######## sdes_fk_stage ########
Figure 1. The clock network (sdes_fk_stage).
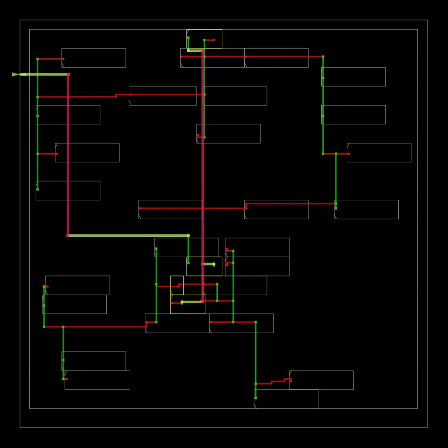

### src/rtl/sdes_fk_stage.sv
// S-DES round function Fk as a two-stage valid/ready pipeline.
// Stage 1 holds the expanded, key-mixed right nibble; stage 2 holds the finished (optionally swapped) byte.
module sdes_fk_stage (
  input  logic       clk,
  input  logic       rst_n,
  input  logic       in_valid,
  output logic       in_ready,
  input  logic [7:0] in_data,
  input  logic [7:0] in_subkey,
  input  logic       in_swap,
  output logic       out_valid,
  input  logic       out_ready,
  output logic [7:0] out_data
);

  // Row is the outer bit pair, column the inner pair; idx = {row, col}.
  function automatic logic [1:0] sbox0(input logic [3:0] b);
    logic [3:0] idx;
    logic [1:0] v;
    idx = {b[3], b[0], b[2], b[1]};
    case (idx)
      4'd0:  v = 2'd1;  4'd1:  v = 2'd0;  4'd2:  v = 2'd3;  4'd3:  v = 2'd2;
      4'd4:  v = 2'd3;  4'd5:  v = 2'd2;  4'd6:  v = 2'd1;  4'd7:  v = 2'd0;
      4'd8:  v = 2'd0;  4'd9:  v = 2'd2;  4'd10: v = 2'd1;  4'd11: v = 2'd3;
      default: case (idx[1:0])
        2'd0:    v = 2'd3;
        2'd1:    v = 2'd1;
        2'd2:    v = 2'd3;
        default: v = 2'd2;
      endcase
    endcase
    return v;
  endfunction

  function automatic logic [1:0] sbox1(input logic [3:0] b);
    logic [3:0] idx;
    logic [1:0] v;
    idx = {b[3], b[0], b[2], b[1]};
    case (idx)
      4'd0:  v = 2'd0;  4'd1:  v = 2'd1;  4'd2:  v = 2'd2;  4'd3:  v = 2'd3;
      4'd4:  v = 2'd2;  4'd5:  v = 2'd0;  4'd6:  v = 2'd1;  4'd7:  v = 2'd3;
      4'd8:  v = 2'd3;  4'd9:  v = 2'd0;  4'd10: v = 2'd1;  4'd11: v = 2'd0;
      default: case (idx[1:0])
        2'd0:    v = 2'd2;
        2'd1:    v = 2'd1;
        2'd2:    v = 2'd0;
        default: v = 2'd3;
      endcase
    endcase
    return v;
  endfunction

  logic       s1Valid;
  logic [3:0] s1L;
  logic [3:0] s1R;
  logic       s1Swap;
  logic [7:0] s1X;
  logic       s2Valid;
  logic [7:0] s2Data;

  logic       stage2Accept;
  logic       s1Advance;
  logic       inFire;
  logic [3:0] inR;
  logic [7:0] expanded;
  logic [3:0] sOut;
  logic [3:0] p4;
  logic [3:0] lNew;
  logic [7:0] fkResult;

  assign stage2Accept = !s2Valid || out_ready;
  assign s1Advance    = s1Valid && stage2Accept;
  assign in_ready     = !s1Valid || s1Advance;
  assign inFire       = in_valid && in_ready;

  assign out_valid = s2Valid;
  assign out_data  = s2Data;

  always_comb begin
    inR      = in_data[3:0];
    expanded = {inR[0], inR[3], inR[2], inR[1], inR[2], inR[1], inR[0], inR[3]};
    sOut     = {sbox0(s1X[7:4]), sbox1(s1X[3:0])};
    p4       = {sOut[2], sOut[0], sOut[1], sOut[3]};
    lNew     = s1L ^ p4;
    fkResult = s1Swap ? {s1R, lNew} : {lNew, s1R};
  end

  always_ff @(posedge clk or negedge rst_n) begin
    if (!rst_n) begin
      s1Valid <= 1'b0;
      s1L     <= '0;
      s1R     <= '0;
      s1Swap  <= 1'b0;
      s1X     <= '0;
    end else begin
      s1Valid <= inFire || (s1Valid && !s1Advance);
      if (inFire) begin
        s1L    <= in_data[7:4];
        s1R    <= inR;
        s1Swap <= in_swap;
        s1X    <= expanded ^ in_subkey;
      end
    end
  end

  // Data only moves on an advance, so a stalled or drained stage 2 keeps its last byte.
  always_ff @(posedge clk or negedge rst_n) begin
    if (!rst_n) begin
      s2Valid <= 1'b0;
      s2Data  <= '0;
    end else if (stage2Accept) begin
      s2Valid <= s1Valid;
      if (s1Advance) s2Data <= fkResult;
    end
  end

endmodule

### config.mk
export PLATFORM = sky130hd
export DESIGN_NAME = sdes_fk_stage
export DESIGN_NICKNAME = d
export VERILOG_FILES = /design/src/rtl/sdes_fk_stage.sv
export SDC_FILE = /design/constraint.sdc
export NUM_CORES = 1
export LEC_CHECK = 0
export ABC_AREA = 1
export CAP_MARGIN = 20
export CORE_MARGIN = 1
export CORE_UTILIZATION = 45
export CTS_BUF_LIST = sky130_fd_sc_hd__clkbuf_8
export DETAILED_ROUTE_END_ITERATION = 8
export PLACE_DENSITY_LB_ADDON = 0.1
export SLEW_MARGIN = 30
export SYNTH_ARGS = -nofsm -noshare
export SYNTH_HDL_FRONTEND = slang
export SYNTH_SLANG_ARGS = --single-unit
### constraint.sdc
create_clock -name clk -period 1.88 [get_ports clk]
set_input_delay 0.564 -clock clk [delete_from_list [all_inputs] [get_ports clk]]
set_output_delay 0.564 -clock clk [all_outputs]
set_load 0.1 [all_outputs]
######## dmem_arbiter ########
### config.mk
export PLATFORM = sky130hd
export DESIGN_NAME = dmem_arbiter
export DESIGN_NICKNAME = d
export VERILOG_FILES = /design/src/rtl/dmem_arbiter.sv
export SDC_FILE = /design/constraint.sdc
export NUM_CORES = 1
export LEC_CHECK = 0
export ABC_AREA = 1
export ABC_CLOCK_PERIOD_IN_PS = 2200
export CORE_MARGIN = 4
export CORE_UTILIZATION = 35
export DETAILED_ROUTE_END_ITERATION = 12
export PLACE_DENSITY = 0.89
export SLEW_MARGIN = 20
export SYNTH_ARGS = -nofsm -noshare
export SYNTH_HDL_FRONTEND = slang
export SYNTH_SLANG_ARGS = --single-unit
### constraint.sdc
create_clock -name clk -period 2.2 [get_ports clk]
set_clock_uncertainty 0.15 [all_clocks]
set_input_delay 0.66 -clock clk [delete_from_list [all_inputs] [get_ports clk]]
set_output_delay 0.66 -clock clk [all_outputs]
set_load 0.005 [all_outputs]
### src/rtl/dmem_arbiter.sv
// Two-port valid/ready arbiter and command sequencer for the single-port data memory.
// DMEM_ARB_RR_EN selects strict round-robin; otherwise fixed priority with a MAX_WAIT starvation override.
module dmem_arbiter #(
  parameter int MAX_WAIT = 4
) (
  input  logic        clk,
  input  logic        rst,
  input  logic        req0_valid_i,
  output logic        req0_ready_o,
  input  logic        req0_we_i,
  input  logic [31:0] req0_addr_i,
  input  logic [31:0] req0_wdata_i,
  output logic        resp0_valid_o,
  output logic [31:0] resp0_rdata_o,
  output logic        resp0_err_o,
  input  logic        req1_valid_i,
  output logic        req1_ready_o,
  input  logic        req1_we_i,
  input  logic [31:0] req1_addr_i,
  input  logic [31:0] req1_wdata_i,
  output logic        resp1_valid_o,
  output logic [31:0] resp1_rdata_o,
  output logic        resp1_err_o,
  output logic        mem_read_o,
  output logic        mem_write_o,
  output logic [31:0] mem_addr_o,
  output logic [31:0] mem_wdata_o,
  input  logic [31:0] mem_rdata_i
);

  logic gnt0, gnt1;

`ifdef DMEM_ARB_RR_EN
  logic last_grant_q, last_grant_d;

  // On conflict the port that did not win last time gets the slot.
  always_comb begin
    gnt0 = 1'b0;
    gnt1 = 1'b0;
    if (!rst) begin
      if (req0_valid_i && req1_valid_i) begin
        gnt0 = last_grant_q;
        gnt1 = !last_grant_q;
      end else begin
        gnt0 = req0_valid_i;
        gnt1 = req1_valid_i;
      end
    end
  end

  always_comb begin
    last_grant_d = last_grant_q;
    if (gnt0)      last_grant_d = 1'b0;
    else if (gnt1) last_grant_d = 1'b1;
  end

  always_ff @(posedge clk) begin
    if (rst) last_grant_q <= 1'b1;
    else     last_grant_q <= last_grant_d;
  end
`else
  logic [3:0] wait_cnt_q, wait_cnt_d;
  logic       starve;

  assign starve = (wait_cnt_q == 4'(MAX_WAIT));
  assign gnt1   = !rst && req1_valid_i && (!req0_valid_i || starve);
  assign gnt0   = !rst && req0_valid_i && !gnt1;

  always_comb begin
    wait_cnt_d = wait_cnt_q;
    if (gnt1)                         wait_cnt_d = 4'd0;
    else if (req1_valid_i && !starve) wait_cnt_d = wait_cnt_q + 4'd1;
  end

  always_ff @(posedge clk) begin
    if (rst) wait_cnt_q <= 4'd0;
    else     wait_cnt_q <= wait_cnt_d;
  end
`endif

  assign req0_ready_o = gnt0;
  assign req1_ready_o = gnt1;

  // Command stage: holds the accepted request during its memory access cycle.
  logic        cmd_valid_q, cmd_port_q, cmd_we_q, cmd_err_q;
  logic [31:0] cmd_addr_q, cmd_wdata_q;
  logic        cmd_valid_d, cmd_port_d, cmd_we_d, cmd_err_d;
  logic [31:0] cmd_addr_d, cmd_wdata_d;

  always_comb begin
    cmd_valid_d = gnt0 || gnt1;
    cmd_port_d  = gnt1;
    cmd_we_d    = gnt1 ? req1_we_i    : req0_we_i;
    cmd_addr_d  = gnt1 ? req1_addr_i  : req0_addr_i;
    cmd_wdata_d = gnt1 ? req1_wdata_i : req0_wdata_i;
    cmd_err_d   = (cmd_addr_d[1:0] != 2'b00);
  end

  always_ff @(posedge clk) begin
    if (rst) begin
      cmd_valid_q <= 1'b0;
      cmd_port_q  <= 1'b0;
      cmd_we_q    <= 1'b0;
      cmd_err_q   <= 1'b0;
      cmd_addr_q  <= 32'd0;
      cmd_wdata_q <= 32'd0;
    end else begin
      cmd_valid_q <= cmd_valid_d;
      cmd_port_q  <= cmd_port_d;
      cmd_we_q    <= cmd_we_d;
      cmd_err_q   <= cmd_err_d;
      cmd_addr_q  <= cmd_addr_d;
      cmd_wdata_q <= cmd_wdata_d;
    end
  end

  // Gating with rst keeps a store caught by reset from committing.
  assign mem_read_o  = cmd_valid_q && !cmd_we_q && !cmd_err_q && !rst;
  assign mem_write_o = cmd_valid_q &&  cmd_we_q && !cmd_err_q && !rst;
  assign mem_addr_o  = cmd_addr_q;
  assign mem_wdata_o = cmd_wdata_q;

  // Response stage: one pulse per command, routed to the issuing port.
  logic [1:0]  resp_vld_q, resp_vld_d;
  logic        resp_err_q, resp_err_d;
  logic [31:0] resp_rdata_q, resp_rdata_d;

  always_comb begin
    resp_vld_d   = 2'b00;
    resp_err_d   = 1'b0;
    resp_rdata_d = 32'd0;
    if (cmd_valid_q) begin
      resp_vld_d[cmd_port_q] = 1'b1;
      resp_err_d             = cmd_err_q;
      if (!cmd_we_q && !cmd_err_q) resp_rdata_d = mem_rdata_i;
    end
  end

  always_ff @(posedge clk) begin
    if (rst) begin
      resp_vld_q   <= 2'b00;
      resp_err_q   <= 1'b0;
      resp_rdata_q <= 32'd0;
    end else begin
      resp_vld_q   <= resp_vld_d;
      resp_err_q   <= resp_err_d;
      resp_rdata_q <= resp_rdata_d;
    end
  end

  assign resp0_valid_o = resp_vld_q[0];
  assign resp1_valid_o = resp_vld_q[1];
  assign resp0_err_o   = resp_vld_q[0] && resp_err_q;
  assign resp1_err_o   = resp_vld_q[1] && resp_err_q;
  assign resp0_rdata_o = resp_vld_q[0] ? resp_rdata_q : 32'd0;
  assign resp1_rdata_o = resp_vld_q[1] ? resp_rdata_q : 32'd0;

endmodule

######## com_bus_arbiter_i ########
## src/rtl/com_bus_arbiter_i_pkg.sv

```systemverilog
// Shared definitions for the common instruction bus arbiter.
// Holds the FSM encoding and the parameter defaults.
package com_bus_arbiter_i_pkg;

  localparam int DEF_NUM_REQ    = 4;
  localparam int DEF_MAX_TENURE = 16;
  localparam int TEN_W          = 5;

  typedef enum logic [1:0] {
    ST_IDLE  = 2'd0,
    ST_GRANT = 2'd1,
    ST_TURN  = 2'd2
  } arb_state_e;

endpackage

```

## src/rtl/com_bus_arbiter_i_rr_prio_enc.sv

```systemverilog
// Round-robin priority encoder: first set request at or after ptr,
// wrapping from the top index back to zero.
module com_bus_arbiter_i_rr_prio_enc
  import com_bus_arbiter_i_pkg::*;
#(
  parameter int NUM_REQ = DEF_NUM_REQ
) (
  input  logic [NUM_REQ-1:0]         req,
  input  logic [$clog2(NUM_REQ)-1:0] ptr,
  output logic [$clog2(NUM_REQ)-1:0] winner,
  output logic                       valid
);

  localparam int IDW = $clog2(NUM_REQ);

  logic [IDW-1:0] idx;

  // Walk offsets high to low so the nearest hit overwrites the rest
  always_comb begin
    winner = '0;
    valid  = 1'b0;
    idx    = '0;
    for (int i = NUM_REQ - 1; i >= 0; i--) begin
      idx = IDW'((int'(ptr) + i) % NUM_REQ);
      if (req[idx]) begin
        winner = idx;
        valid  = 1'b1;
      end
    end
  end

endmodule

```

## src/rtl/com_bus_arbiter_i.sv

```systemverilog
// Common instruction bus arbiter: round-robin grant with a tenure
// limit and a one-cycle turnaround between grants.
module com_bus_arbiter_i
  import com_bus_arbiter_i_pkg::*;
#(
  parameter int NUM_REQ    = DEF_NUM_REQ,
  parameter int MAX_TENURE = DEF_MAX_TENURE
) (
  input  logic                       clk,
  input  logic                       rst_n,
  input  logic [NUM_REQ-1:0]         Com_Bus_Req_proc,
  output logic [NUM_REQ-1:0]         Com_Bus_Gnt_proc,
  output logic [$clog2(NUM_REQ)-1:0] Gnt_id,
  output logic                       Bus_busy,
  output logic                       Tenure_expired
);

  localparam int IDW = $clog2(NUM_REQ);
  localparam logic [TEN_W-1:0] TEN_MAX = TEN_W'(MAX_TENURE - 1);

  arb_state_e       state_q, state_d;
  logic [NUM_REQ-1:0] gnt_q, gnt_d;
  logic [IDW-1:0]   id_q, id_d;
  logic [IDW-1:0]   rr_q, rr_d;
  logic [TEN_W-1:0] cnt_q, cnt_d;
  logic             exp_q, exp_d;

  logic [IDW-1:0]   win;
  logic             win_vld;
  logic             own;
  logic             others;
  logic             sat;
  logic             rel;
  logic             rev;

  com_bus_arbiter_i_rr_prio_enc #(
    .NUM_REQ (NUM_REQ)
  ) u_enc (
    .req    (Com_Bus_Req_proc),
    .ptr    (rr_q),
    .winner (win),
    .valid  (win_vld)
  );

  assign own    = |(Com_Bus_Req_proc & gnt_q);
  assign others = |(Com_Bus_Req_proc & ~gnt_q);
  assign sat    = (cnt_q == TEN_MAX);
  assign rel    = !own;
  assign rev    = own && sat && others;

  always_ff @(posedge clk or negedge rst_n) begin
    if (!rst_n) begin
      state_q <= ST_IDLE;
      gnt_q   <= '0;
      id_q    <= '0;
      rr_q    <= '0;
      cnt_q   <= '0;
      exp_q   <= 1'b0;
    end else begin
      state_q <= state_d;
      gnt_q   <= gnt_d;
      id_q    <= id_d;
      rr_q    <= rr_d;
      cnt_q   <= cnt_d;
      exp_q   <= exp_d;
    end
  end

  always_comb begin
    state_d = state_q;
    gnt_d   = gnt_q;
    id_d    = id_q;
    rr_d    = rr_q;
    cnt_d   = cnt_q;
    exp_d   = 1'b0;
    unique case (state_q)
      ST_IDLE, ST_TURN: begin
        gnt_d = '0;
        if (win_vld) begin
          state_d    = ST_GRANT;
          gnt_d[win] = 1'b1;
          id_d       = win;
          cnt_d      = '0;
          rr_d       = IDW'((int'(win) + 1) % NUM_REQ);
        end else begin
          state_d = ST_IDLE;
        end
      end
      ST_GRANT: begin
        // A release wins over expiry at the same edge
        unique case (1'b1)
          rel: begin
            state_d = ST_TURN;
            gnt_d   = '0;
          end
          rev: begin
            state_d = ST_TURN;
            gnt_d   = '0;
            exp_d   = 1'b1;
          end
          default: begin
            if (!sat) cnt_d = cnt_q + 1'b1;
          end
        endcase
      end
      default: begin
        state_d = ST_IDLE;
        gnt_d   = '0;
      end
    endcase
  end

  assign Com_Bus_Gnt_proc = gnt_q;
  assign Gnt_id           = id_q;
  assign Bus_busy         = |gnt_q;
  assign Tenure_expired   = exp_q;

endmodule
```

## config.mk

```make
export PLATFORM = sky130hd
export DESIGN_NAME = com_bus_arbiter_i
export DESIGN_NICKNAME = d
export VERILOG_FILES = /design/src/rtl/com_bus_arbiter_i_pkg.sv /design/src/rtl/com_bus_arbiter_i_rr_prio_enc.sv /design/src/rtl/com_bus_arbiter_i.sv
export SDC_FILE = /design/constraint.sdc
export NUM_CORES = 1
export LEC_CHECK = 0
export CAP_MARGIN = 40
export CORE_UTILIZATION = 51
export DETAILED_ROUTE_END_ITERATION = 10
export PLACE_DENSITY = 0.77
export SLEW_MARGIN = 0
export SYNTH_ARGS = -nofsm -noshare
export SYNTH_HDL_FRONTEND = slang
export SYNTH_SLANG_ARGS = --single-unit
```

## constraint.sdc

```tcl
create_clock -name clk -period 2.5 [get_ports clk]
set_input_delay 0.625 -clock clk [delete_from_list [all_inputs] [get_ports clk]]
set_output_delay 0.625 -clock clk [all_outputs]
set_load 0.01 [all_outputs]
```


==> screenshots <==
Cell density map.
panel A
Scale: 8 px per um. The die is cut into 9 by 9 equal tiles; black is low, pale yellow is high, 0 to 100% covered.
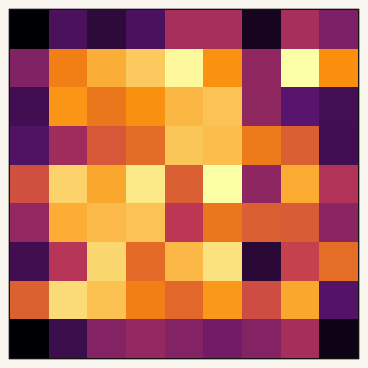
panel B
Scale: 3 px per um. The die is cut into 12 by 12 equal tiles; black is low, pale yellow is high, 0 to 100% covered.
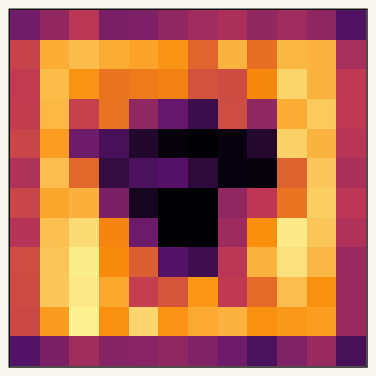
panel C
Scale: 6 px per um. The die is cut into 12 by 12 equal tiles; black is low, pale yellow is high, 0 to 100% covered.
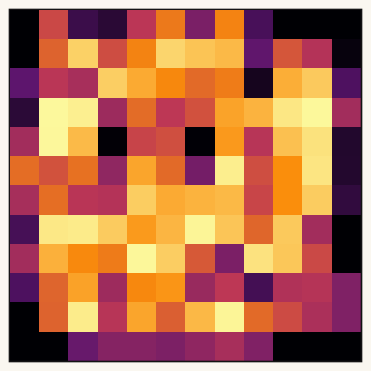
com_bus_arbiter_i: panel A
sdes_fk_stage: panel C
dmem_arbiter: panel B
- largest die: panel B
- smallest die: panel A

Key to panel B:
emptiest ninth of the die	middle
fullest tile	97%
densest ninth of the die	bottom left
mean over tiles	55%
tiles over 75% full	34%
nearly empty tiles	5.6%

Figure 2. Routed metal, one color a layer (com_bus_arbiter_i).
Scale: 6 px per um.
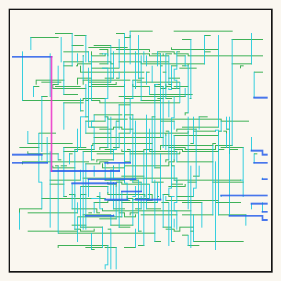
layer	color	wire length
M2	cyan	876 um
M4	magenta	19.0 um
M1	green	839 um
M3	blue	89.0 um

==> flow_summary.toml, com_bus_arbiter_i <==
# physical design summary
[outcome]
status = "finished, violations left"
violations = "DRC"

[critical_path]
worst-path-stages = 2
start_kind = "flop"
worstPathArrival_ns = 1.73
reg2reg_to = "cnt_q[3]"
cp_top_family = "simple AND/OR/NAND/NOR gates"
path_cells = "or4_1 -> clkdlybuf4s50_1"
startpoint = "Com_Bus_Gnt_proc[0]"

[synth]
mux_area_frac = 0.0470
fa_ha_area_frac = 0.0855
yosysSeqAreaShare = 0.456

[power_and_ir_drop]
p_leak_nw = 0.492
p_sw_mw = 0.422
internal_power_mw = 0.658
p_seq_mw = 0.425
pwr-share-seq = 0.393
p_clk_mw = 0.133
p_clk_frac = 0.123

[cts]
cts-buffers-inserted = 3
h-tree-depth = 1
clockRootBuffer = "clkbuf_4"
cts_resized = 0
worstSkewPairLatency_ns = 0.28
ctsHoldBuffers = 0

[sta]
finalHoldViolCount = 0
fin_skew_ns = 0.00182

[floorplanning]
fp-utilization = 0.563
num_io_pins = 14

[job]
warning_count = 29

[final_layout]
comb_cells = 63
final_area_um2 = 1070
diodes = 0
clk_share = 0.0210
largest_cell_class = "combinational gates"

[global_routing]
grt_pass1_vias = 694
grt_util_met3 = 0.0625
overflow = 0
top_usage_layer = "met2"

[route]
drc = 4
wl_met2_um = 876
dr_wl_met3_um = 88
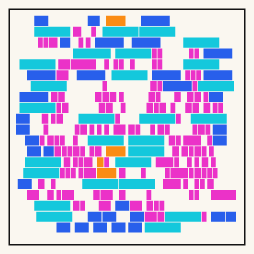
Figure 3: sdes_fk_stage, placed cells, one color a class.
Scale: 4 px per um.
class	color	cells	share of their area
remaining logic cells	magenta	148	39%
registers	cyan	27	36%
remaining buffers and delay cells	blue	33	22%
clock drivers and dummy loads	orange	4	2.5%

## Picture notes: Figure 1
total CTS buffers: 3
Flops: 27
Worst Skew: 0.00596 ns
worst skew pair latency: 0.28 ns
CLK BUF: 3

==> flow_summary.toml, sdes_fk_stage <==
# physical design summary
[synth]
synth.top_cell.area_share = 0.471
compound_area_frac = 0.110

[floorplanning]
num_io_pins = 31
dieWidth_um = 58.5
core_area_um2 = 3030

[critical_path]
worstPathArrival_ns = 1.12
crit_type = "primary input to primary output"
path_max_fanout = 2
start_kind = "primary input"

[sta]
rsz0062_at_grt = "no"
clock.fmax_mhz = 594
hold_ws_ns = 0.543

[outcome]
status = "completed"

[route]
dr_wl_met3_um = 91
dr.pass1.iters = 4
top_layer_used = "met4"

[cts]
ctsHoldBuffers = 0
cts_tree = "yes"
clockRootBuffer = "clkbuf_8"
cts.sinks = 27
cts_setup_buffers = 0
cts_resized = 1

[job]
warning_count = 29

[final_layout]
finalNetCount = 238
comb_share = 0.331
num-nonclk-inverters = 21

[power_and_ir_drop]
p_sw_mw = 1.03
pwr-share-seq = 0.354
comb-power_mw = 1.16
swShare = 0.446
p_clk_frac = 0.143
max-vdd-ir-drop_v = 0.000715

[place]
place_inst = 252
portBuffers = 30
gp_congestion = 0.763

[global_routing]
grt_max_degree = 28
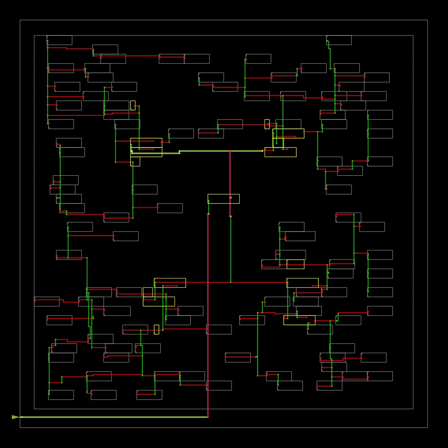
Figure 4: dmem_arbiter, the clock network.
worst skew pair latency: 0.33 ns
total CTS buffers: 9

==> flow_summary.toml, dmem_arbiter <==
# physical design summary
[critical_path]
ff2ff_path_depth = 10
start_kind = "primary input"

[outcome]
status = "finished, violations left"
violations = "setup timing"

[route]
drt-met1-wl_um = 5530
top_layer_used = "met4"
num_vias = 4639
first_iter_violations = 273

[synth]
yosysUniqueCellTypes = 21
top_area_cell = "dfxtp_1"
fa_ha_area_frac = 0.00583
synth.top_cells.by_area = "dfxtp_1 (50%), nand2_1 (18%), inv_1 (9.9%)"
syn_inst = 581

[floorplanning]
taps = 147
dieArea_um2 = 14100

[global_routing]
grt.met1_usage = 0.207

[sta]
finalSetupViolCount = 1
fin_ws_ns = -0.0127

[final_layout]
fill_cells = 961


==> screenshots <==
Pin placement.
(a)
Scale: 6 px per um. Pins as bars across the die edge, other pins in gray.
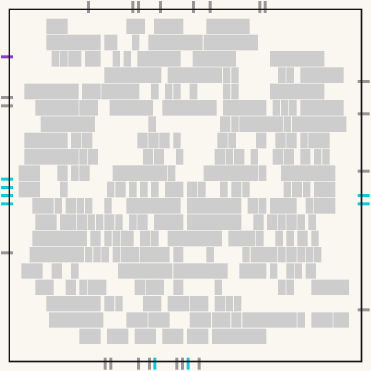
(b)
Scale: 3 px per um. Pins as bars across the die edge, other pins in gray.
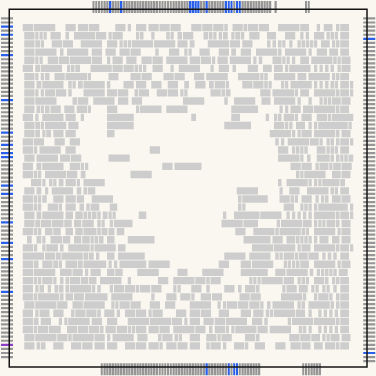
(c)
Scale: 8 px per um. Pins as bars across the die edge, other pins in gray.
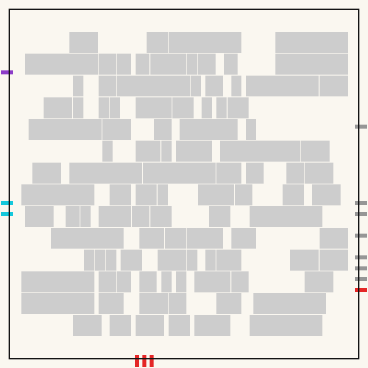
- com_bus_arbiter_i = (c)
- sdes_fk_stage = (a)
- dmem_arbiter = (b)
- most pins: (b)
- fewest pins: (c)

Power is estimated from default activity; no workload was simulated.
